######## block 1 ########
==> config.mk <==
export PLATFORM = sky130hd
export DESIGN_NAME = uart_cmd_parser
export DESIGN_NICKNAME = d
export VERILOG_FILES = /design/src/rtl/uart_cmd_parser.sv
export SDC_FILE = /design/constraint.sdc
export NUM_CORES = 1
export LEC_CHECK = 0
export ABC_AREA = 1
export CAP_MARGIN = 20
export CORE_ASPECT_RATIO = 1.75
export CORE_UTILIZATION = 60
export CTS_CLUSTER_SIZE = 16
export DETAILED_ROUTE_END_ITERATION = 8
export PLACE_DENSITY_LB_ADDON = 0.15
export SYNTH_ARGS = -nofsm -noshare
export SYNTH_HDL_FRONTEND = slang
export SYNTH_SLANG_ARGS = --single-unit
==> constraint.sdc <==
create_clock -name clk -period 4.94 [get_ports clk]
set_input_delay 0.988 -clock clk [delete_from_list [all_inputs] [get_ports clk]]
set_output_delay 0.988 -clock clk [all_outputs]
set_load 0.02 [all_outputs]
==> src/rtl/uart_cmd_parser.sv <==
// Framed command decoder behind uart_rx: SYNC, OPCODE, LEN, LEN words of payload, XOR checksum.
// Emits a header pulse, a valid/ready payload word stream and a per-frame completion status.
module uart_cmd_parser #(
  parameter int         WORD_BYTES   = 4,
  parameter int         WORD_W       = 32,
  parameter logic [7:0] SYNC_BYTE    = 8'hA5,
  parameter int         MAX_LEN      = 64,
  parameter int         TIMEOUT_CLKS = 50_000
) (
  input  logic              clk,
  input  logic              rst,
  input  logic              rx_valid,
  input  logic [7:0]        rx_data,
  output logic              hdr_valid,
  output logic [7:0]        hdr_opcode,
  output logic [7:0]        hdr_len,
  output logic              word_valid,
  input  logic              word_ready,
  output logic [WORD_W-1:0] word_data,
  output logic              word_last,
  output logic              frame_done,
  output logic              frame_ok,
  output logic              err_overrun,
  output logic              err_timeout,
  output logic              busy
);

  localparam int BCNT_W = $clog2(MAX_LEN * WORD_BYTES + 1);
  localparam int WCNT_W = $clog2(MAX_LEN + 1);
  localparam int BIW_W  = (WORD_BYTES > 1) ? $clog2(WORD_BYTES) : 1;
  localparam int TMO_W  = $clog2(TIMEOUT_CLKS);

  localparam logic [7:0]        MAX_LEN_B = 8'(MAX_LEN);
  localparam logic [BCNT_W-1:0] WB_B      = BCNT_W'(WORD_BYTES);
  localparam logic [BIW_W-1:0]  BIW_LAST  = BIW_W'(WORD_BYTES - 1);
  localparam logic [TMO_W-1:0]  TMO_LAST  = TMO_W'(TIMEOUT_CLKS - 1);

  typedef enum logic [2:0] {
    IDLE,
    OPCODE,
    LEN,
    PAYLOAD,
    CHECK
  } state_t;

  state_t              state;
  logic [7:0]          op_reg;
  logic [7:0]          chk;
  logic [WORD_W-1:0]   asm_reg;
  logic [BCNT_W-1:0]   byte_cnt;
  logic [BCNT_W-1:0]   frame_bytes;
  logic [BIW_W-1:0]    biw;
  logic [WCNT_W-1:0]   word_cnt;
  logic [TMO_W-1:0]    tmo_cnt;
  logic                ovr_flag;

  logic                tmo_hit;
  logic                byte_last;
  logic                word_done;
  logic                word_is_last;
  logic                out_free;
  logic [WORD_W-1:0]   asm_next;

  // Little-endian assembly: the first byte of a word ends up in bits [7:0].
  function automatic logic [WORD_W-1:0] shift_in(input logic [WORD_W-1:0] cur,
                                                 input logic [7:0]        b);
    return {b, cur[WORD_W-1:8]};
  endfunction

  always_comb begin
    tmo_hit      = (state != IDLE) && (tmo_cnt == TMO_LAST);
    byte_last    = (byte_cnt == (frame_bytes - BCNT_W'(1)));
    word_done    = (biw == BIW_LAST);
    word_is_last = ((8'(word_cnt) + 8'd1) == hdr_len);
    out_free     = !word_valid || word_ready;
    asm_next     = shift_in(asm_reg, rx_data);
  end

  always_ff @(posedge clk or negedge rst) begin
    if (!rst) begin
      state       <= IDLE;
      busy        <= 1'b0;
      op_reg      <= '0;
      chk         <= '0;
      asm_reg     <= '0;
      byte_cnt    <= '0;
      frame_bytes <= '0;
      biw         <= '0;
      word_cnt    <= '0;
      tmo_cnt     <= '0;
      ovr_flag    <= 1'b0;
      hdr_valid   <= 1'b0;
      hdr_opcode  <= '0;
      hdr_len     <= '0;
      word_valid  <= 1'b0;
      word_data   <= '0;
      word_last   <= 1'b0;
      frame_done  <= 1'b0;
      frame_ok    <= 1'b0;
      err_overrun <= 1'b0;
      err_timeout <= 1'b0;
    end else begin
      hdr_valid   <= 1'b0;
      frame_done  <= 1'b0;
      frame_ok    <= 1'b0;
      err_overrun <= 1'b0;
      err_timeout <= 1'b0;

      // The output word drains independently of the frame state, so a word
      // pending when a frame times out is still delivered.
      if (word_valid && word_ready) begin
        word_valid <= 1'b0;
        word_last  <= 1'b0;
      end

      if (rx_valid) begin
        tmo_cnt <= '0;
      end else if (state != IDLE) begin
        tmo_cnt <= tmo_cnt + TMO_W'(1);
      end

      if (tmo_hit) begin
        state       <= IDLE;
        busy        <= 1'b0;
        tmo_cnt     <= '0;
        frame_done  <= 1'b1;
        err_timeout <= 1'b1;
      end else if (rx_valid) begin
        case (state)
          IDLE: begin
            if (rx_data == SYNC_BYTE) begin
              state <= OPCODE;
              busy  <= 1'b1;
            end
          end

          OPCODE: begin
            op_reg <= rx_data;
            chk    <= rx_data;
            state  <= LEN;
          end

          LEN: begin
            chk <= chk ^ rx_data;
            if (rx_data > MAX_LEN_B) begin
              frame_done <= 1'b1;
              state      <= IDLE;
              busy       <= 1'b0;
            end else begin
              hdr_opcode  <= op_reg;
              hdr_len     <= rx_data;
              hdr_valid   <= 1'b1;
              frame_bytes <= BCNT_W'(rx_data) * WB_B;
              byte_cnt    <= '0;
              biw         <= '0;
              word_cnt    <= '0;
              ovr_flag    <= 1'b0;
              state       <= (rx_data == 8'd0) ? CHECK : PAYLOAD;
            end
          end

          PAYLOAD: begin
            chk      <= chk ^ rx_data;
            asm_reg  <= asm_next;
            byte_cnt <= byte_cnt + BCNT_W'(1);
            if (word_done) begin
              biw      <= '0;
              word_cnt <= word_cnt + WCNT_W'(1);
              // A held word is never overwritten; the new one is dropped instead.
              if (out_free) begin
                word_data  <= asm_next;
                word_valid <= 1'b1;
                word_last  <= word_is_last;
              end else begin
                err_overrun <= 1'b1;
                ovr_flag    <= 1'b1;
              end
            end else begin
              biw <= biw + BIW_W'(1);
            end
            if (byte_last) begin
              state <= CHECK;
            end
          end

          CHECK: begin
            frame_done <= 1'b1;
            frame_ok   <= (rx_data == chk) && !ovr_flag;
            state      <= IDLE;
            busy       <= 1'b0;
          end

          default: begin
            state <= IDLE;
            busy  <= 1'b0;
          end
        endcase
      end
    end
  end

endmodule

######## block 2 ########
**src/rtl/line_segment_fetcher_pkg.sv**
```systemverilog
// Shared types and constants for the line segment fetcher: FSM encoding,
// default coordinate width and the position of each coordinate inside a ROM word.
package line_segment_fetcher_pkg;

    localparam int DEF_COORD_WIDTH = 13;
    localparam int FIELDS          = 4;

    typedef enum logic [1:0] {
        ST_IDLE  = 2'd0,
        ST_FETCH = 2'd1,
        ST_DRAIN = 2'd2,
        ST_DONE  = 2'd3
    } state_t;

    // Coordinate slots counted from the LSB of a ROM word, in units of COORD_WIDTH.
    localparam int SLOT_Y1 = 0;
    localparam int SLOT_X1 = 1;
    localparam int SLOT_Y0 = 2;
    localparam int SLOT_X0 = 3;

    function automatic int seg_width(input int coord_width);
        return FIELDS * coord_width;
    endfunction

    function automatic int field_lsb(input int slot, input int coord_width);
        return slot * coord_width;
    endfunction

endpackage

```
**src/rtl/line_segment_fetcher_seg_fifo2.sv**
```systemverilog
// Two-entry synchronous FIFO with a combinational head; simultaneous push and
// pop are both honoured, including when full.
module line_segment_fetcher_seg_fifo2 #(
    parameter int WIDTH = 52
) (
    input  logic             clk,
    input  logic             rst_n,
    input  logic             push,
    input  logic             pop,
    input  logic [WIDTH-1:0] din,
    output logic [WIDTH-1:0] dout,
    output logic             empty,
    output logic             full,
    output logic [1:0]       count
);

    logic [WIDTH-1:0] mem_reg [2];
    logic             wr_ptr_reg;
    logic             rd_ptr_reg;
    logic [1:0]       count_reg;
    logic             do_pop;

    assign empty  = (count_reg == 2'd0);
    assign full   = (count_reg == 2'd2);
    assign count  = count_reg;
    assign dout   = mem_reg[rd_ptr_reg];
    assign do_pop = pop & ~empty;

    for (genvar gi = 0; gi < 2; gi++) begin : g_entry
        always_ff @(posedge clk or negedge rst_n) begin
            if (!rst_n) begin
                mem_reg[gi] <= '0;
            end else if (push && (wr_ptr_reg == 1'(gi))) begin
                mem_reg[gi] <= din;
            end
        end
    end

    always_ff @(posedge clk or negedge rst_n) begin
        if (!rst_n) begin
            wr_ptr_reg <= 1'b0;
            rd_ptr_reg <= 1'b0;
            count_reg  <= 2'd0;
        end else begin
            if (push)   wr_ptr_reg <= ~wr_ptr_reg;
            if (do_pop) rd_ptr_reg <= ~rd_ptr_reg;
            count_reg <= count_reg + {1'b0, push} - {1'b0, do_pop};
        end
    end

endmodule

```
**src/rtl/line_segment_fetcher.sv**
```systemverilog
// Walks the vertex ROM from address 0 to LAST_ADDR, absorbs its one-cycle read
// latency and hands each unpacked segment to the rasterizer over valid/ready.
module line_segment_fetcher
    import line_segment_fetcher_pkg::*;
#(
    parameter int COORD_WIDTH = DEF_COORD_WIDTH,
    parameter int ADDR_WIDTH  = 8,
    parameter int LAST_ADDR   = 255
) (
    input  logic                                clk,
    input  logic                                rst_n,
    input  logic                                start,
    output logic [ADDR_WIDTH-1:0]               rom_addr,
    input  logic [seg_width(COORD_WIDTH)-1:0]   rom_q,
    output logic                                seg_valid,
    input  logic                                seg_ready,
    output logic [COORD_WIDTH-1:0]              x0,
    output logic [COORD_WIDTH-1:0]              y0,
    output logic [COORD_WIDTH-1:0]              x1,
    output logic [COORD_WIDTH-1:0]              y1,
    output logic                                busy,
    output logic                                done
);

    localparam int                    SEG_W = seg_width(COORD_WIDTH);
    localparam logic [ADDR_WIDTH-1:0] LAST  = ADDR_WIDTH'(LAST_ADDR);

    state_t                  state_reg;
    state_t                  state_next;
    logic [ADDR_WIDTH-1:0]   rom_addr_reg;
    logic                    inflight_reg;
    logic                    issue;
    logic                    pop;
    logic                    at_last;
    logic                    fifo_empty;
    logic                    fifo_full;
    logic [1:0]              fifo_count;
    logic [SEG_W-1:0]        head;
    logic [COORD_WIDTH-1:0]  field [FIELDS];

    assign seg_valid = ~fifo_empty;
    assign pop       = seg_valid & seg_ready;
    assign at_last   = (rom_addr_reg == LAST);
    assign rom_addr  = rom_addr_reg;

    always_ff @(posedge clk or negedge rst_n) begin
        if (!rst_n) state_reg <= ST_IDLE;
        else        state_reg <= state_next;
    end

    always_comb begin
        state_next = state_reg;
        issue      = 1'b0;
        busy       = (state_reg != ST_IDLE);
        done       = (state_reg == ST_DONE);
        case (state_reg)
            ST_IDLE: begin
                if (start) state_next = ST_FETCH;
            end
            ST_FETCH: begin
                // Only fetch when the word is guaranteed a FIFO slot on arrival.
                issue = ({1'b0, fifo_count} + {2'b00, inflight_reg}) < (3'd2 + {2'b00, pop});
                if (issue && at_last) state_next = ST_DRAIN;
            end
            ST_DRAIN: begin
                if (!inflight_reg && fifo_empty) state_next = ST_DONE;
            end
            ST_DONE: begin
                state_next = ST_IDLE;
            end
            default: begin
                state_next = ST_IDLE;
            end
        endcase
    end

    always_ff @(posedge clk or negedge rst_n) begin
        if (!rst_n) begin
            rom_addr_reg <= '0;
            inflight_reg <= 1'b0;
        end else begin
            inflight_reg <= issue;
            if (state_reg == ST_DONE) begin
                rom_addr_reg <= '0;
            end else if (issue && !at_last) begin
                rom_addr_reg <= rom_addr_reg + 1'b1;
            end
        end
    end

    line_segment_fetcher_seg_fifo2 #(
        .WIDTH (SEG_W)
    ) u_fifo (
        .clk   (clk),
        .rst_n (rst_n),
        .push  (inflight_reg),
        .pop   (pop),
        .din   (rom_q),
        .dout  (head),
        .empty (fifo_empty),
        .full  (fifo_full),
        .count (fifo_count)
    );

    // The issue credit must make a push into a full, non-draining FIFO impossible.
    assert property (@(posedge clk) disable iff (!rst_n) !(inflight_reg && fifo_full && !pop));

    for (genvar gi = 0; gi < FIELDS; gi++) begin : g_unpack
        assign field[gi] = head[field_lsb(gi, COORD_WIDTH) +: COORD_WIDTH];
    end

    assign x0 = field[SLOT_X0];
    assign y0 = field[SLOT_Y0];
    assign x1 = field[SLOT_X1];
    assign y1 = field[SLOT_Y1];

endmodule

```
**config.mk**
```make
export PLATFORM = sky130hd
export DESIGN_NAME = line_segment_fetcher
export DESIGN_NICKNAME = d
export VERILOG_FILES = /design/src/rtl/line_segment_fetcher_pkg.sv /design/src/rtl/line_segment_fetcher_seg_fifo2.sv /design/src/rtl/line_segment_fetcher.sv
export SDC_FILE = /design/constraint.sdc
export NUM_CORES = 1
export LEC_CHECK = 0
export CAP_MARGIN = 20
export CORE_MARGIN = 4
export CORE_UTILIZATION = 50
export CTS_CLUSTER_SIZE = 28
export DETAILED_ROUTE_END_ITERATION = 8
export PLACE_DENSITY = 0.84
export SLEW_MARGIN = 0
export SYNTH_ARGS = -nofsm -noshare
export SYNTH_HDL_FRONTEND = slang
export SYNTH_HIERARCHICAL = 1
export SYNTH_SLANG_ARGS = --single-unit
```
**constraint.sdc**
```tcl
create_clock -name clk -period 4.1 [get_ports clk]
set_clock_uncertainty 0.2 [all_clocks]
set_input_delay 0.615 -clock clk [delete_from_list [all_inputs] [get_ports clk]]
set_output_delay 0.615 -clock clk [all_outputs]
set_load 0.01 [all_outputs]
```
######## block 3 ########
### config.mk
export PLATFORM = sky130hd
export DESIGN_NAME = seq_pp_multiplier_flat
export DESIGN_NICKNAME = d
export VERILOG_FILES = /design/src/rtl/seq_pp_multiplier_pkg.sv /design/src/rtl/seq_pp_multiplier_if.sv /design/src/rtl/seq_pp_multiplier_pp_row_gen.sv /design/src/rtl/seq_pp_multiplier.sv /design/src/flat_wrapper.sv
export SDC_FILE = /design/constraint.sdc
export NUM_CORES = 1
export LEC_CHECK = 0
export CAP_MARGIN = 20
export CORE_ASPECT_RATIO = 1.2
export CORE_MARGIN = 4
export CORE_UTILIZATION = 40
export CTS_CLUSTER_DIAMETER = 30
export CTS_CLUSTER_SIZE = 24
export DETAILED_ROUTE_END_ITERATION = 10
export PLACE_DENSITY_LB_ADDON = 0.12
export SYNTH_ARGS = -nofsm -noshare
export SYNTH_HDL_FRONTEND = slang
export SYNTH_SLANG_ARGS = --single-unit
### constraint.sdc
create_clock -name clk -period 3.5 [get_ports clk]
set_input_delay 1.05 -clock clk [delete_from_list [all_inputs] [get_ports clk]]
set_output_delay 1.05 -clock clk [all_outputs]
set_load 0.02 [all_outputs]
### src/rtl/seq_pp_multiplier_pkg.sv
// rtl/seq_pp_multiplier_pkg.sv - shared types and sizing for the sequential multiplier
package mult_pkg;

    typedef enum logic [1:0] {
        IDLE = 2'd0,
        RUN  = 2'd1,
        DONE = 2'd2
    } state_t;

    // Default sizing; the top recomputes these from its own WIDTH parameter.
    localparam int DEF_WIDTH = 8;
    localparam int PW        = 2 * DEF_WIDTH;
    localparam int CW        = $clog2(DEF_WIDTH);

    // Row counter width, never below one bit.
    function automatic int cnt_bits(input int w);
        return (w < 2) ? 1 : $clog2(w);
    endfunction

endpackage

### src/rtl/seq_pp_multiplier_if.sv
// rtl/seq_pp_multiplier_if.sv - operand/product handshake bundle
interface seq_pp_multiplier_if #(
    parameter int WIDTH = 8
);
    logic                 in_valid;
    logic                 in_ready;
    logic [WIDTH-1:0]     a;
    logic [WIDTH-1:0]     b;
    logic                 out_valid;
    logic                 out_ready;
    logic [2*WIDTH-1:0]   product;
    logic                 busy;

    // Upstream/downstream side: supplies operands and accepts products.
    modport master (
        output in_valid, a, b, out_ready,
        input  in_ready, out_valid, product, busy
    );

    // Multiplier side.
    modport slave (
        input  in_valid, a, b, out_ready,
        output in_ready, out_valid, product, busy
    );
endinterface

### src/rtl/seq_pp_multiplier_pp_row_gen.sv
// rtl/seq_pp_multiplier_pp_row_gen.sv - one partial-product row: sel AND each bit of vec
module pp_row_gen #(
    parameter int WIDTH = 8
) (
    input  logic             i_sel,
    input  logic [WIDTH-1:0] i_vec,
    output logic [WIDTH-1:0] o_row
);

    genvar i;
    for (i = 0; i < WIDTH; i++) begin : g_bit
        assign o_row[i] = i_sel & i_vec[i];
    end

endmodule

### src/rtl/seq_pp_multiplier.sv
// rtl/seq_pp_multiplier.sv - iterative unsigned multiplier, one partial-product row per cycle
module seq_pp_multiplier
    import mult_pkg::*;
#(
    parameter int WIDTH = 8
) (
    input  logic                clk,
    input  logic                rst_n,
    seq_pp_multiplier_if.slave  bus
);

    localparam int PROD_W = 2 * WIDTH;
    localparam int CNT_W  = cnt_bits(WIDTH);
    localparam logic [CNT_W-1:0] LAST_ROW = CNT_W'(WIDTH - 1);

    state_t              r_state;
    state_t              w_state_next;
    logic [PROD_W-1:0]   r_acc;
    logic [CNT_W-1:0]    r_cnt;
    logic [WIDTH-1:0]    r_a_q;
    logic [WIDTH-1:0]    r_b_q;

    logic                w_accept;
    logic                w_last_row;
    logic [WIDTH-1:0]    w_row;
    logic [PROD_W-1:0]   w_row_shifted;

    // The multiplier bit picked by the row counter gates the whole multiplicand.
    pp_row_gen #(
        .WIDTH (WIDTH)
    ) u_row_gen (
        .i_sel (r_a_q[r_cnt]),
        .i_vec (r_b_q),
        .o_row (w_row)
    );

    assign w_row_shifted = PROD_W'(w_row) << r_cnt;
    assign w_last_row    = (r_cnt == LAST_ROW);
    assign w_accept      = (r_state == IDLE) && bus.in_valid;

    // State register.
    always_ff @(posedge clk or negedge rst_n) begin
        if (!rst_n) begin
            r_state <= IDLE;
        end else begin
            r_state <= w_state_next;
        end
    end

    // Next-state and handshake outputs; the spare encoding falls back to IDLE.
    always_comb begin
        w_state_next  = IDLE;
        bus.in_ready  = 1'b0;
        bus.out_valid = 1'b0;
        bus.busy      = 1'b0;
        case (r_state)
            IDLE: begin
                bus.in_ready = 1'b1;
                w_state_next = bus.in_valid ? RUN : IDLE;
            end
            RUN: begin
                bus.busy     = 1'b1;
                w_state_next = w_last_row ? DONE : RUN;
            end
            DONE: begin
                bus.busy      = 1'b1;
                bus.out_valid = 1'b1;
                w_state_next  = bus.out_ready ? IDLE : DONE;
            end
            default: w_state_next = IDLE;
        endcase
    end

    // Operand capture on accept, then one shifted row added per RUN cycle.
    always_ff @(posedge clk or negedge rst_n) begin
        if (!rst_n) begin
            r_acc <= '0;
            r_cnt <= '0;
            r_a_q <= '0;
            r_b_q <= '0;
        end else if (w_accept) begin
            r_a_q <= bus.a;
            r_b_q <= bus.b;
            r_acc <= '0;
            r_cnt <= '0;
        end else if (r_state == RUN) begin
            r_acc <= r_acc + w_row_shifted;
            r_cnt <= r_cnt + CNT_W'(1);
        end
    end

    // Product comes straight from the accumulator register and holds after DONE.
    assign bus.product = r_acc;

endmodule
### src/flat_wrapper.sv
// flat-port wrapper written by rule: the top's interface ports become plain ports
module seq_pp_multiplier_flat import mult_pkg::*;
#(
    parameter int WIDTH = 8
)
  (clk, rst_n, bus_in_valid, bus_a, bus_b, bus_out_ready, bus_in_ready, bus_out_valid, bus_product, bus_busy);
  seq_pp_multiplier_if #(.WIDTH(WIDTH)) bus_i ();
  input  logic clk;
  input  logic rst_n;
  input wire logic [$bits(bus_i.in_valid)-1:0] bus_in_valid;
  input wire logic [$bits(bus_i.a)-1:0] bus_a;
  input wire logic [$bits(bus_i.b)-1:0] bus_b;
  input wire logic [$bits(bus_i.out_ready)-1:0] bus_out_ready;
  output wire logic [$bits(bus_i.in_ready)-1:0] bus_in_ready;
  output wire logic [$bits(bus_i.out_valid)-1:0] bus_out_valid;
  output wire logic [$bits(bus_i.product)-1:0] bus_product;
  output wire logic [$bits(bus_i.busy)-1:0] bus_busy;
  assign bus_i.in_valid = bus_in_valid;
  assign bus_i.a = bus_a;
  assign bus_i.b = bus_b;
  assign bus_i.out_ready = bus_out_ready;
  assign bus_in_ready = bus_i.in_ready;
  assign bus_out_valid = bus_i.out_valid;
  assign bus_product = bus_i.product;
  assign bus_busy = bus_i.busy;
  seq_pp_multiplier #(.WIDTH(WIDTH)) u_core (.clk(clk), .rst_n(rst_n), .bus(bus_i));
endmodule
######## block 4 ########
## config.mk

```make
export PLATFORM = sky130hd
export DESIGN_NAME = seg_scan_ctrl
export DESIGN_NICKNAME = d
export VERILOG_FILES = /design/src/rtl/seg_scan_ctrl.sv
export SDC_FILE = /design/constraint.sdc
export NUM_CORES = 1
export LEC_CHECK = 0
export CAP_MARGIN = 20
export CORE_MARGIN = 1
export CORE_UTILIZATION = 51
export DETAILED_ROUTE_END_ITERATION = 16
export PLACE_DENSITY = 0.75
export SLEW_MARGIN = 20
export SYNTH_ARGS = -nofsm -noshare
export SYNTH_HDL_FRONTEND = slang
export SYNTH_SLANG_ARGS = --single-unit
```

## constraint.sdc

```tcl
create_clock -name clk -period 2 [get_ports clk]
set_input_delay 0.5 -clock clk [delete_from_list [all_inputs] [get_ports clk]]
set_output_delay 0.5 -clock clk [all_outputs]
set_load 0.005 [all_outputs]
```

## src/rtl/seg_scan_ctrl.sv

```systemverilog
// Multiplexed seven-segment scan with frame-aligned (tear-free) word promotion.
// Outputs are registered from next-cycle state, so they always match cnt/idx/state.
module seg_scan_ctrl #(
  parameter int         NDIGIT    = 3,
  parameter int         PRESCALE  = 1024,
  parameter int         BLANK     = 16,
  parameter logic [6:0] BLANK_SEG = 7'h7F
) (
  input  logic                  clk,
  input  logic                  rst,
  input  logic                  ena,
  input  logic                  load,
  input  logic [7*NDIGIT-1:0]   seg_in,
  output logic [6:0]            seg_out,
  output logic [NDIGIT-1:0]     an_out,
  output logic                  frame_done,
  output logic                  pend_valid
);

  localparam int SW = 7 * NDIGIT;
  localparam int CW = $clog2(PRESCALE);
  localparam int IW = (NDIGIT > 1) ? $clog2(NDIGIT) : 1;
  localparam logic [CW-1:0] CNT_LAST = CW'(PRESCALE - 1);
  localparam logic [IW-1:0] IDX_LAST = IW'(NDIGIT - 1);

  typedef enum logic [1:0] {ST_IDLE, ST_BLANK, ST_SHOW} state_t;

  state_t          state, state_n;
  logic [CW-1:0]   cnt, cnt_n;
  logic [IW-1:0]   idx, idx_n;
  logic [SW-1:0]   active, active_n;
  logic [SW-1:0]   pend, pend_n;
  logic            pend_valid_n;
  logic            boundary;
  logic            frame_done_n;
  logic [6:0]      seg_n;
  logic [NDIGIT-1:0] an_n;

  always_comb begin
    cnt_n    = '0;
    idx_n    = '0;
    boundary = 1'b0;
    state_n  = ST_IDLE;
    if (ena) begin
      if (state == ST_IDLE) begin
        boundary = 1'b1;
      end else if (cnt == CNT_LAST) begin
        idx_n    = (idx == IDX_LAST) ? '0 : idx + 1'b1;
        boundary = (idx == IDX_LAST);
      end else begin
        cnt_n = cnt + 1'b1;
        idx_n = idx;
      end
      state_n = (int'(cnt_n) >= BLANK) ? ST_SHOW : ST_BLANK;
    end

    // A load coinciding with a boundary bypasses pend so the newest word is shown.
    active_n     = active;
    pend_n       = pend;
    pend_valid_n = pend_valid;
    if (boundary) begin
      if (load)
        active_n = seg_in;
      else if (pend_valid)
        active_n = pend;
      pend_valid_n = 1'b0;
    end else if (load) begin
      pend_n       = seg_in;
      pend_valid_n = 1'b1;
    end

    frame_done_n = ena && (cnt_n == CNT_LAST) && (idx_n == IDX_LAST);

    seg_n = BLANK_SEG;
    an_n  = '1;
    if (state_n == ST_SHOW) begin
      for (int d = 0; d < NDIGIT; d++) begin
        if (int'(idx_n) == d) begin
          an_n[d] = 1'b0;
          seg_n   = active_n[7*d +: 7];
        end
      end
    end
  end

  always_ff @(posedge clk) begin
    if (!rst) begin
      state      <= ST_IDLE;
      cnt        <= '0;
      idx        <= '0;
      active     <= '0;
      pend       <= '0;
      pend_valid <= 1'b0;
      seg_out    <= BLANK_SEG;
      an_out     <= '1;
      frame_done <= 1'b0;
    end else begin
      state      <= state_n;
      cnt        <= cnt_n;
      idx        <= idx_n;
      active     <= active_n;
      pend       <= pend_n;
      pend_valid <= pend_valid_n;
      seg_out    <= seg_n;
      an_out     <= an_n;
      frame_done <= frame_done_n;
    end
  end

endmodule

```


## Gallery

Pin placement.
Pins as bars across the die edge, other pins in gray.
image #1
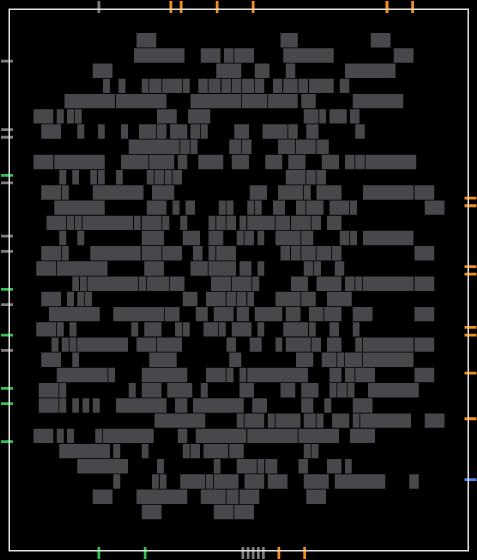
image #2
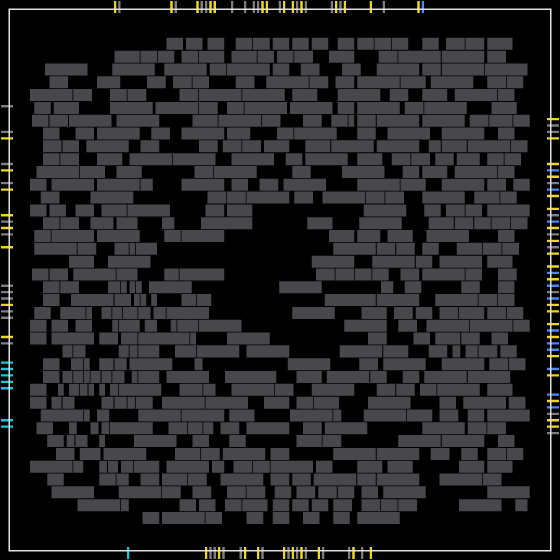
image #3
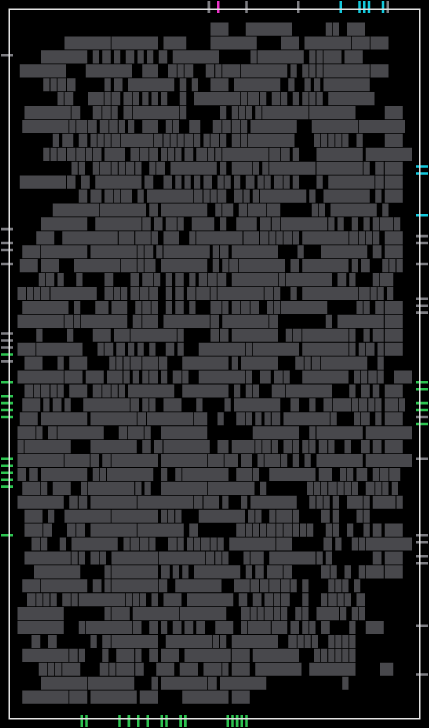
image #4
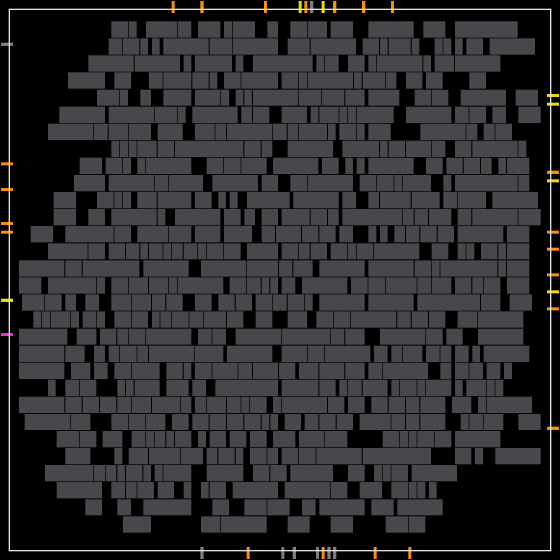
- most pins: image #2
Block 4 is image #4.
Block 1 is image #3.
Block 3 is image #1.
Block 2 is image #2.

Block 2, gate families picked out:
The bar under the picture is 20 um long.
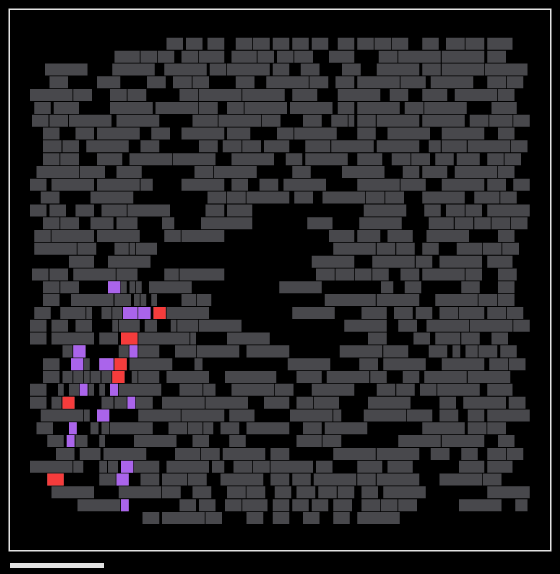
color	family	cells
purple	inverting AOI/OAI gates	16
red	AND-OR and OR-AND gates	6
non-filler instance count after layout: 650
fraction of area in multi-input gates: 32.7%

==> impl_metrics.json, block 2 <==
{
  "p_sw_share_pct": 28.9,
  "crit_required_ns": 3.28,
  "r2r_end": "rom_addr[5]$_DFFE_PN0P_",
  "crit_arrival_ns": 2.43,
  "openroad.warnings": 29,
  "logic_area_mm2": 0.00246,
  "power_density_mw_per_mm2": 913,
  "tap_cells": 140,
  "finalSetupViolations": 0,
  "clockBufferDepth": 2,
  "p_comb_share_pct": 45.2,
  "ys_warn_count": 6,
  "outcome": "finished, final reports clean",
  "power.switching_w": 0.00199,
  "hold_path_class": "input port to asynchronous set/reset pin",
  "wl_per_cell_um": 18.5,
  "fin_nets": 562,
  "cpLargestDelayFamily": "flip-flops",
  "hold_viol": 0
}
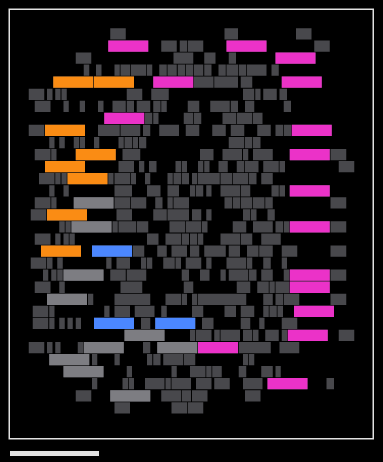
Block 3: where the registers sit
The bar under the picture is 20 um long.
color	netlist name	flops
magenta	u_core.bus.product	16
blue	u_core.r_cnt	3
orange	u_core.r_b_q	8
not colored	10

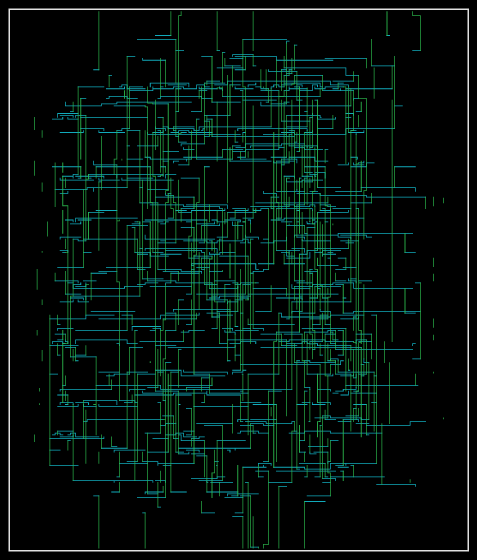
Block 3: routed metal, one color a layer
Two of the layers only.
color	layer	wire length
cyan	met1	2,640 um
green	met2	3,010 um
total track usage: 17.0%
Vias: 2,187
Routed WL: 5990 um
average wire per standard cell: 13.9 um

==> impl_metrics.json, block 3 <==
{
  "critPathLaunchType": "flip-flop",
  "powerComb_w": 0.00173,
  "hold_viol": 0,
  "grt_util_met1_pct": 20.9,
  "top_power_group": "combinational cells",
  "firstDrtPassIters": 4,
  "grt_pass1_vias": 2199,
  "crit_path_end": "u_core.bus.product[13]$_DFFE_PN0P_",
  "xor_share_pct": 3.35,
  "dominant_cells": "logic gates",
  "layout_top_cells": "62 x nand2_1, 37 x clkdlybuf4s50_1, 37 x dfrtp_1",
  "outcome": "finished, final reports clean",
  "n_all_buffers": 47,
  "maxSlewViolCount": 0,
  "design.seq.count": 37,
  "tap_cells": 85,
  "r2r_start": "u_core.r_cnt[0]$_DFFE_PN0P_"
}
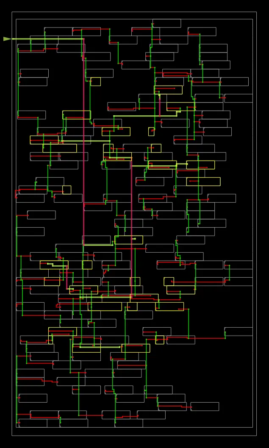
Block 1: clock wiring as the flow saved it
clk pwr: 0.00131 W
Clock Skew: 0.00701 ns
FF+latch count: 134

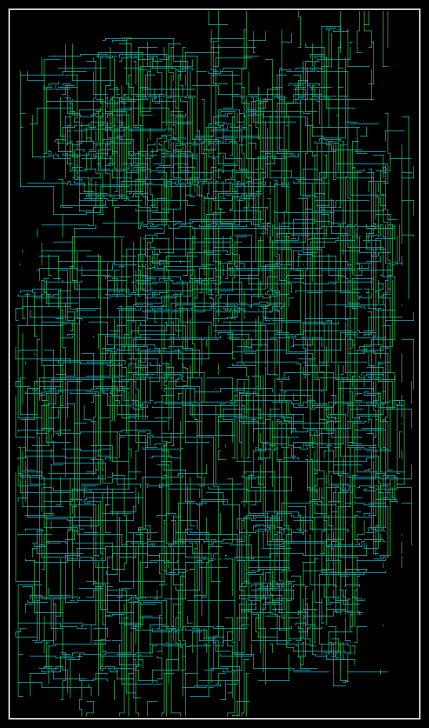
Block 1: routed metal, one color a layer
Two of the layers only.
color	layer	wire length
cyan	met1	6,070 um
green	met2	8,560 um

==> impl_metrics.json, block 1 <==
{
  "outcome": "finished, final reports clean",
  "worst-path-stages": 10,
  "netlist.area_leader.share_pct": 52.6,
  "grt_util_met1_pct": 37.4,
  "port_buffers": 67,
  "period_needed_ns": 2.84,
  "tightest_slew_ns": 0.685,
  "use_met3_pct": 6.27,
  "edf_count": 0,
  "r2r_end": "ovr_flag$_DFFE_PN0P_",
  "fin_ws_ns": 2.10,
  "yosys.area_share.aoi_pct": 11.2,
  "ys_top_cells_by_area": "dfrtp_1 53%, nand2_1 13%, o21ai_0 7.7%, inv_1 5.4%, nand3_1 3.7%",
  "wl_met1_um": 6070,
  "inv_count": 96,
  "grt_use_met2_pct": 56.1,
  "top_layer_used": "met4",
  "nFillCells": 749,
  "initCoreUtil_pct": 61.9,
  "clkbuf_count": 19,
  "hold_path_class": "flip-flop to flip-flop",
  "logic_area_mm2": 0.00254,
  "crit_arrival_ns": 3.19
}
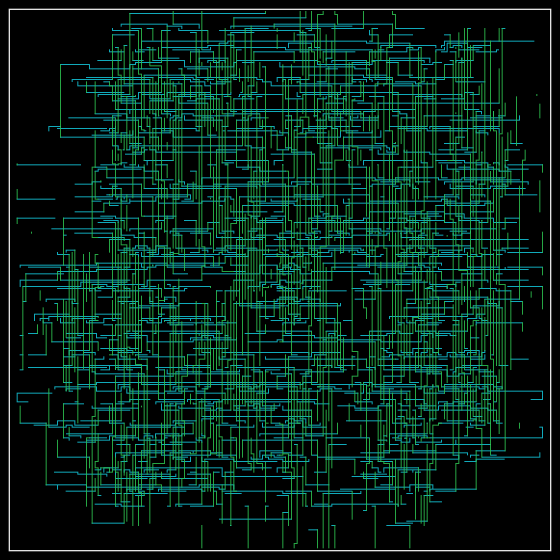
Block 4: routed metal, one color a layer
Two of the layers only.
color	layer	wire length
green	met2	5,600 um
cyan	met1	4,960 um
total track usage: 31.7%
average wire per standard cell: 18.3 um
Vias: 3,895
Routed WL: 11,800 um

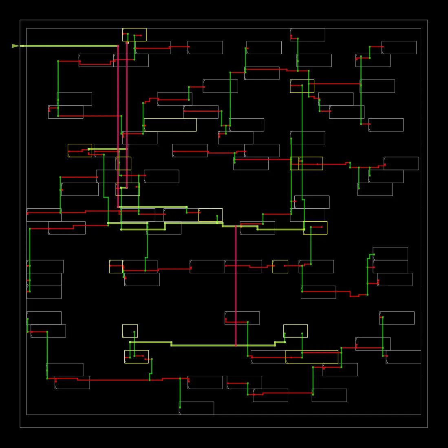
Block 4: clock wiring as the flow saved it
clock buffers: 9
Clock Skew: 0.00952 ns
FF+latch count: 68

==> impl_metrics.json, block 4 <==
{
  "violations": "negative setup slack",
  "slowest_stage": "dfxtp_2",
  "reg2regPathDepth": 9,
  "cpLargestDelayFamily": "simple AND/OR/NAND/NOR gates",
  "wl_met1_um": 4960,
  "crit_chain": "ha_4 -> and4_4 -> a41oi_2 -> buf_6 -> buf_6 -> buf_4 -> or3_4 -> a31oi_2 -> o31ai_2",
  "finalSetupViolations": 6,
  "insertion_delay_ns": 0.36,
  "fin_ws_ns": -0.0414,
  "crit_path_end": "seg_out[1]$_SDFF_PN1_",
  "yosys_cells": 428,
  "outcome": "complete, but fails checks",
  "ys_sh_mux_pct": 0.590,
  "viasPerCell": 6.05,
  "netlist.area_leader.share_pct": 37.8
}

######## block 5 ########
Block 5, clock wiring as the flow saved it:
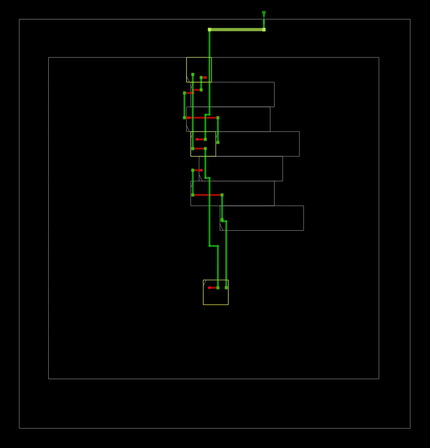

===== config.mk =====
export PLATFORM = sky130hd
export DESIGN_NAME = gray_counter_updown
export DESIGN_NICKNAME = d
export VERILOG_FILES = /design/src/rtl/gray_counter_updown.sv
export SDC_FILE = /design/constraint.sdc
export NUM_CORES = 1
export LEC_CHECK = 0
export ABC_AREA = 1
export CORE_AREA = 3 3 40 42
export DETAILED_ROUTE_END_ITERATION = 16
export DIE_AREA = 0 0 43 45
export DONT_BUFFER_PORTS = 1
export PLACE_DENSITY_LB_ADDON = 0.3
export SLEW_MARGIN = 25
export SYNTH_ARGS = -nofsm -noshare
export SYNTH_HDL_FRONTEND = slang
export SYNTH_SLANG_ARGS = --single-unit

===== constraint.sdc =====
create_clock -name clk -period 1.79 [get_ports clk]
set_input_delay 0.2685 -clock clk [delete_from_list [all_inputs] [get_ports clk]]
set_output_delay 0.2685 -clock clk [all_outputs]
set_load 0.01 [all_outputs]

===== src/rtl/gray_counter_updown.sv =====
// Parametrised up/down binary-reflected Gray counter with parallel load.
// A single binary register holds the count state. The Gray view is registered
// from the same next value, so count and count_bin change on the same edge.
// wrap pulses for one cycle together with the post-wrap value.
module gray_counter_updown #(
    parameter int WIDTH     = 3,
    parameter int RESET_BIN = 0
) (
    input  logic             clk,
    input  logic             rst,
    input  logic             en,
    input  logic             up,
    input  logic             load,
    input  logic [WIDTH-1:0] load_bin,
    output logic [WIDTH-1:0] count,
    output logic [WIDTH-1:0] count_bin,
    output logic             wrap
);

    // Stop elaboration on an illegal width or an unreachable reset value
    if (WIDTH < 2 || WIDTH > 16) begin : g_bad_width
        $error("gray_counter_updown: WIDTH=%0d outside 2..16", WIDTH);
    end
    if (RESET_BIN < 0 || RESET_BIN >= (1 << WIDTH)) begin : g_bad_reset
        $error("gray_counter_updown: RESET_BIN=%0d not representable in %0d bits",
               RESET_BIN, WIDTH);
    end

    localparam logic [WIDTH-1:0] RST_BIN  = RESET_BIN[WIDTH-1:0];
    localparam logic [WIDTH-1:0] RST_GRAY = RST_BIN ^ (RST_BIN >> 1);
    localparam logic [WIDTH-1:0] ONE      = {{(WIDTH-1){1'b0}}, 1'b1};
    localparam logic [WIDTH-1:0] ALL_ONES = {WIDTH{1'b1}};
    localparam logic [WIDTH-1:0] ZERO     = {WIDTH{1'b0}};

    logic [WIDTH-1:0] bin_next;
    logic [WIDTH-1:0] gray_next;
    logic             wrap_next;

    // Next binary value and wrap flag; load beats counting, idle holds
    always_comb begin
        bin_next  = count_bin;
        wrap_next = 1'b0;
        if (load) begin
            bin_next = load_bin;
        end else if (en) begin
            if (up) begin
                bin_next  = count_bin + ONE;
                wrap_next = (count_bin == ALL_ONES);
            end else begin
                bin_next  = count_bin - ONE;
                wrap_next = (count_bin == ZERO);
            end
        end
    end

    // Gray encoding of the next value, so the Gray output never lags the binary one
    always_comb begin
        gray_next = bin_next ^ (bin_next >> 1);
    end

    // Output registers with asynchronous reset to the configured start value
    always_ff @(posedge clk or posedge rst) begin
        if (rst) begin
            count_bin <= RST_BIN;
            count     <= RST_GRAY;
            wrap      <= 1'b0;
        end else begin
            count_bin <= bin_next;
            count     <= gray_next;
            wrap      <= wrap_next;
        end
    end

endmodule


######## block 6 ########
**src/rtl/bcd_tick_counter.sv**
```systemverilog
// Two-digit BCD up/down counter stepped by a prescaled tick, with synchronous
// load (validated), sticky load-error flag and a one-cycle terminal-count pulse.
module bcd_tick_counter #(
  parameter int TICK_DIV = 50000000
) (
  input  logic       CLOCK_50,
  input  logic       KEY0,
  input  logic       en,
  input  logic       up,
  input  logic       load,
  input  logic [7:0] load_val,
  output logic [7:0] bcd,
  output logic       tc,
  output logic       load_err
);

  localparam int PW = (TICK_DIV > 2) ? $clog2(TICK_DIV) : 1;
  localparam logic [PW-1:0] PRESC_MAX = PW'(TICK_DIV - 1);

  logic [1:0]    rst_sync;
  logic          rst_n;
  logic [PW-1:0] presc;
  logic          tick;
  logic          load_ok;
  logic [7:0]    bcd_nxt;
  logic          wrap;
  logic [3:0]    units;
  logic [3:0]    tens;

  // NOTE: reset asserts asynchronously but releases only after two clean edges,
  // so no flop can see reset removal close to its clock edge.
  always_ff @(posedge CLOCK_50 or negedge KEY0) begin
    if (!KEY0) rst_sync <= 2'b00;
    else       rst_sync <= {rst_sync[0], 1'b1};
  end

  assign rst_n   = rst_sync[1];
  assign units   = bcd[3:0];
  assign tens    = bcd[7:4];
  assign load_ok = (load_val[7:4] <= 4'd9) && (load_val[3:0] <= 4'd9);
  assign tick    = en && !load && (presc == PRESC_MAX);

  // Next BCD value for one step in the current direction; wrap marks 99->00 / 00->99.
  always_comb begin
    bcd_nxt = bcd;
    wrap    = 1'b0;
    if (up) begin
      if (units == 4'd9) begin
        bcd_nxt[3:0] = 4'd0;
        if (tens == 4'd9) begin
          bcd_nxt[7:4] = 4'd0;
          wrap         = 1'b1;
        end else begin
          bcd_nxt[7:4] = tens + 4'd1;
        end
      end else begin
        bcd_nxt[3:0] = units + 4'd1;
      end
    end else begin
      if (units == 4'd0) begin
        bcd_nxt[3:0] = 4'd9;
        if (tens == 4'd0) begin
          bcd_nxt[7:4] = 4'd9;
          wrap         = 1'b1;
        end else begin
          bcd_nxt[7:4] = tens - 4'd1;
        end
      end else begin
        bcd_nxt[3:0] = units - 4'd1;
      end
    end
  end

  // NOTE: sequential state uses non-blocking assignments so every flop samples
  // pre-edge values regardless of statement order.
  always_ff @(posedge CLOCK_50 or negedge rst_n) begin
    if (!rst_n) begin
      presc    <= '0;
      bcd      <= 8'h00;
      tc       <= 1'b0;
      load_err <= 1'b0;
    end else begin
      if (!en || load || presc == PRESC_MAX) presc <= '0;
      else                                   presc <= presc + 1'b1;

      tc <= 1'b0;
      if (load) begin
        if (load_ok) begin
          bcd      <= load_val;
          load_err <= 1'b0;
        end else begin
          load_err <= 1'b1;
        end
      end else if (tick) begin
        bcd <= bcd_nxt;
        tc  <= wrap;
      end
    end
  end

endmodule
```
**config.mk**
```make
export PLATFORM = sky130hd
export DESIGN_NAME = bcd_tick_counter
export DESIGN_NICKNAME = d
export VERILOG_FILES = /design/src/rtl/bcd_tick_counter.sv
export SDC_FILE = /design/constraint.sdc
export NUM_CORES = 1
export LEC_CHECK = 0
export ABC_AREA = 1
export CAP_MARGIN = 40
export CORE_MARGIN = 1.5
export CORE_UTILIZATION = 57
export DETAILED_ROUTE_END_ITERATION = 10
export GPL_ROUTABILITY_DRIVEN = 0
export PLACE_DENSITY = 0.87
export SETUP_SLACK_MARGIN = 0.15
export SYNTH_ARGS = -nofsm -noshare
export SYNTH_HDL_FRONTEND = slang
export SYNTH_SLANG_ARGS = --single-unit
export TNS_END_PERCENT = 1
```
**constraint.sdc**
```tcl
create_clock -name CLOCK_50 -period 1.3 [get_ports CLOCK_50]
set_input_delay 0.26 -clock CLOCK_50 [delete_from_list [all_inputs] [get_ports CLOCK_50]]
set_output_delay 0.26 -clock CLOCK_50 [all_outputs]
set_load 0.005 [all_outputs]
```

==> notes/layouts.md <==
Pictures saved along the way, in no particular order.

Routed metal, one color a layer.
Two of the layers only.
panel A
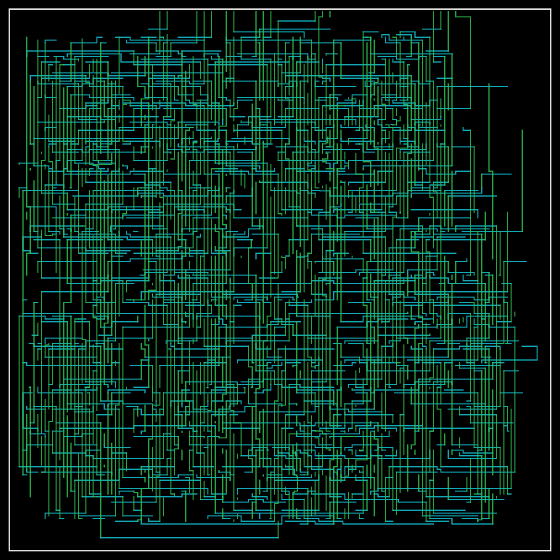
panel B
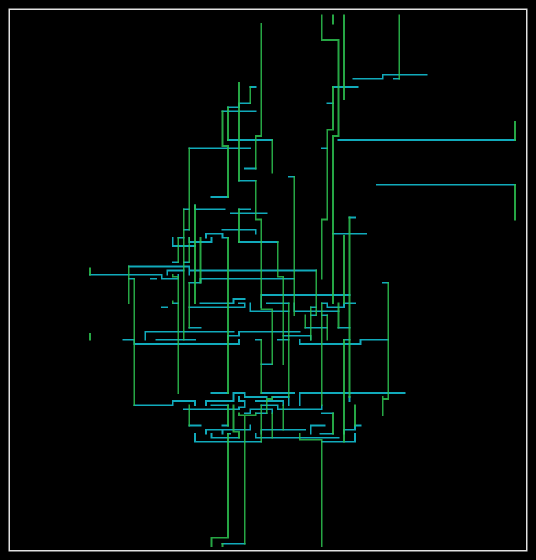
For block 5, see panel B.
For block 6, see panel A.

Key to panel A:
color	layer	wire length
green	met2	4,670 um
cyan	met1	3,450 um

Block 6, where the registers sit:
The bar under the picture is 20 um long.
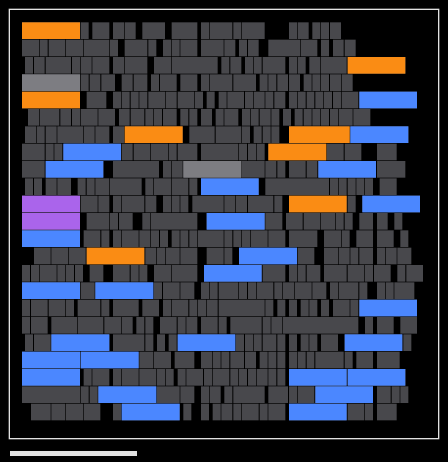
color	netlist name	flops
purple	rst_sync	2
orange	bcd	8
blue	presc	26

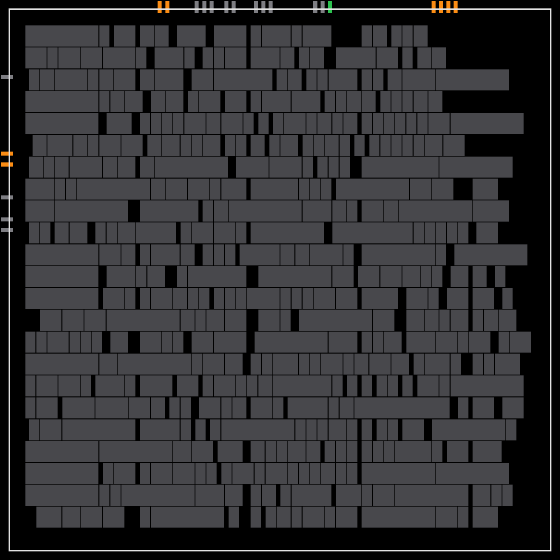
Block 6: pin placement
Pins as bars across the die edge, other pins in gray.
color	port	pins	direction	edge
green	up	1	input	top
orange	bcd	8	output	6 top, 2 left
Die X: 67.2 um
PortBufs: 22
Die Ht: 67.2 um

==> impl_metrics.json, block 6 <==
{
  "finalCritPeriodShare_pct": 137,
  "grt_most_used_layer": "met2",
  "yosys_cells": 349,
  "yosys.area_share.aoi_pct": 5.55,
  "clkPwrFrac_pct": 26.8,
  "violations": "negative setup slack",
  "finalSetupViolations": 35,
  "wl_met1_um": 3450,
  "maxSlewViolCount": 0,
  "fin_ws_ns": -0.485,
  "outcome": "complete, but fails checks",
  "fin_tns_setup_ns": -11.74,
  "synth.most_common_cell": "nand2_1",
  "period_needed_ns": 1.78,
  "seqCellArea_um2": 952,
  "coreArea_mm2": 0.00397,
  "synth.comb.largest_family": "simple AND/OR/NAND/NOR gates",
  "end_kind": "flip-flop",
  "netlist.area_leader.share_pct": 40.5,
  "crit_buf_inv": 1,
  "fp_nets": 363,
  "synth_area_mm2": 0.00235
}
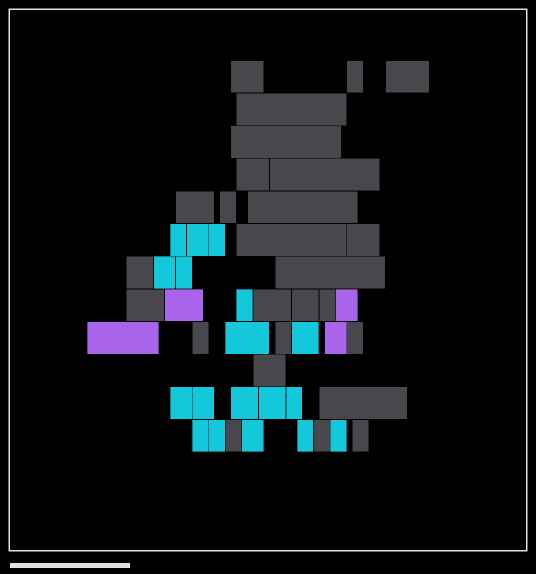
Block 5: gate families picked out
The bar under the picture is 10 um long.
color	family	cells	most used
purple	inverting AOI/OAI gates	4	a21oi_1
cyan	NAND gates	18	nand2_1

## Picture notes: 'clock wiring as the flow saved it' of block 5
# clock sinks: 6
Insertion Delay late pin: 0.24 ns
CTS Buf Count: 3
FF+latch count: 6
clock buffers: 3

==> impl_metrics.json, block 5 <==
{
  "comb_share_pct": 42.5,
  "yosys_cells": 44,
  "startpoint": "count_bin[1]$_DFF_PP0_",
  "stdcell_count": 63,
  "cts_setup_buffers": 0,
  "drt_iter0_drc": 2,
  "post-synth-top-area-cell": "dfrtp_1",
  "drv_cap": 0,
  "fin_skew_ns": 0.00128,
  "crit_chain": "fa_1 -> nand2_1 -> nand3_2 -> o21ai_4 -> inv_2 -> nand3_1 -> nand2_1",
  "crit_required_ns": 1.91,
  "track_usage_pct": 8.65,
  "xor_share_pct": 4.70,
  "clkPwrFrac_pct": 30.1,
  "wl_met1_um": 282,
  "edf_count": 0,
  "grt_use_met2_pct": 12.0,
  "r2r_start": "count_bin[1]$_DFF_PP0_",
  "hold_end": "wrap$_DFF_PP0_",
  "seq_area_share_pct": 35.4,
  "fin_tns_setup_ns": 0,
  "cpMostUsedCell": "nand2_1",
  "relSlewSlack_pct": 76.9,
  "outcome": "finished, final reports clean"
}


==> gallery <==
Clock wiring as the flow saved it.
picture 1
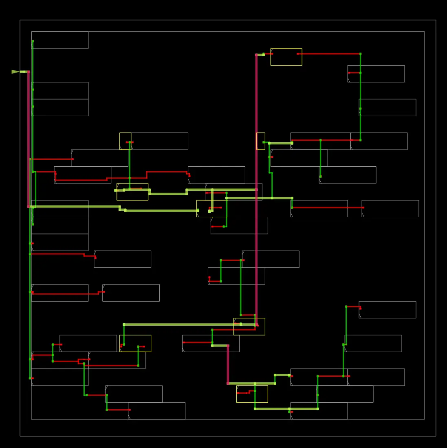
picture 2
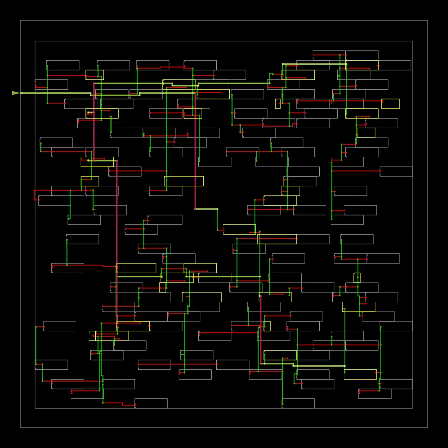
picture 3
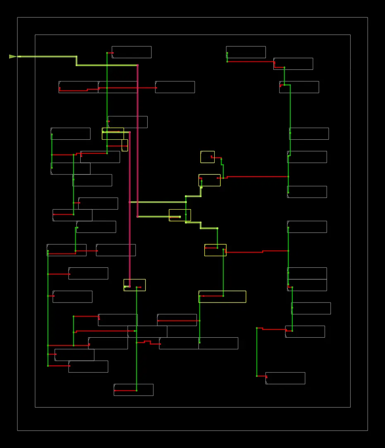
- picture 2 = block 2
- picture 3 = block 3
- picture 1 = block 6
Of these, most clock buffers: picture 2
Of these, most sequential cells: picture 2

Power and IR drop assume default switching activity.
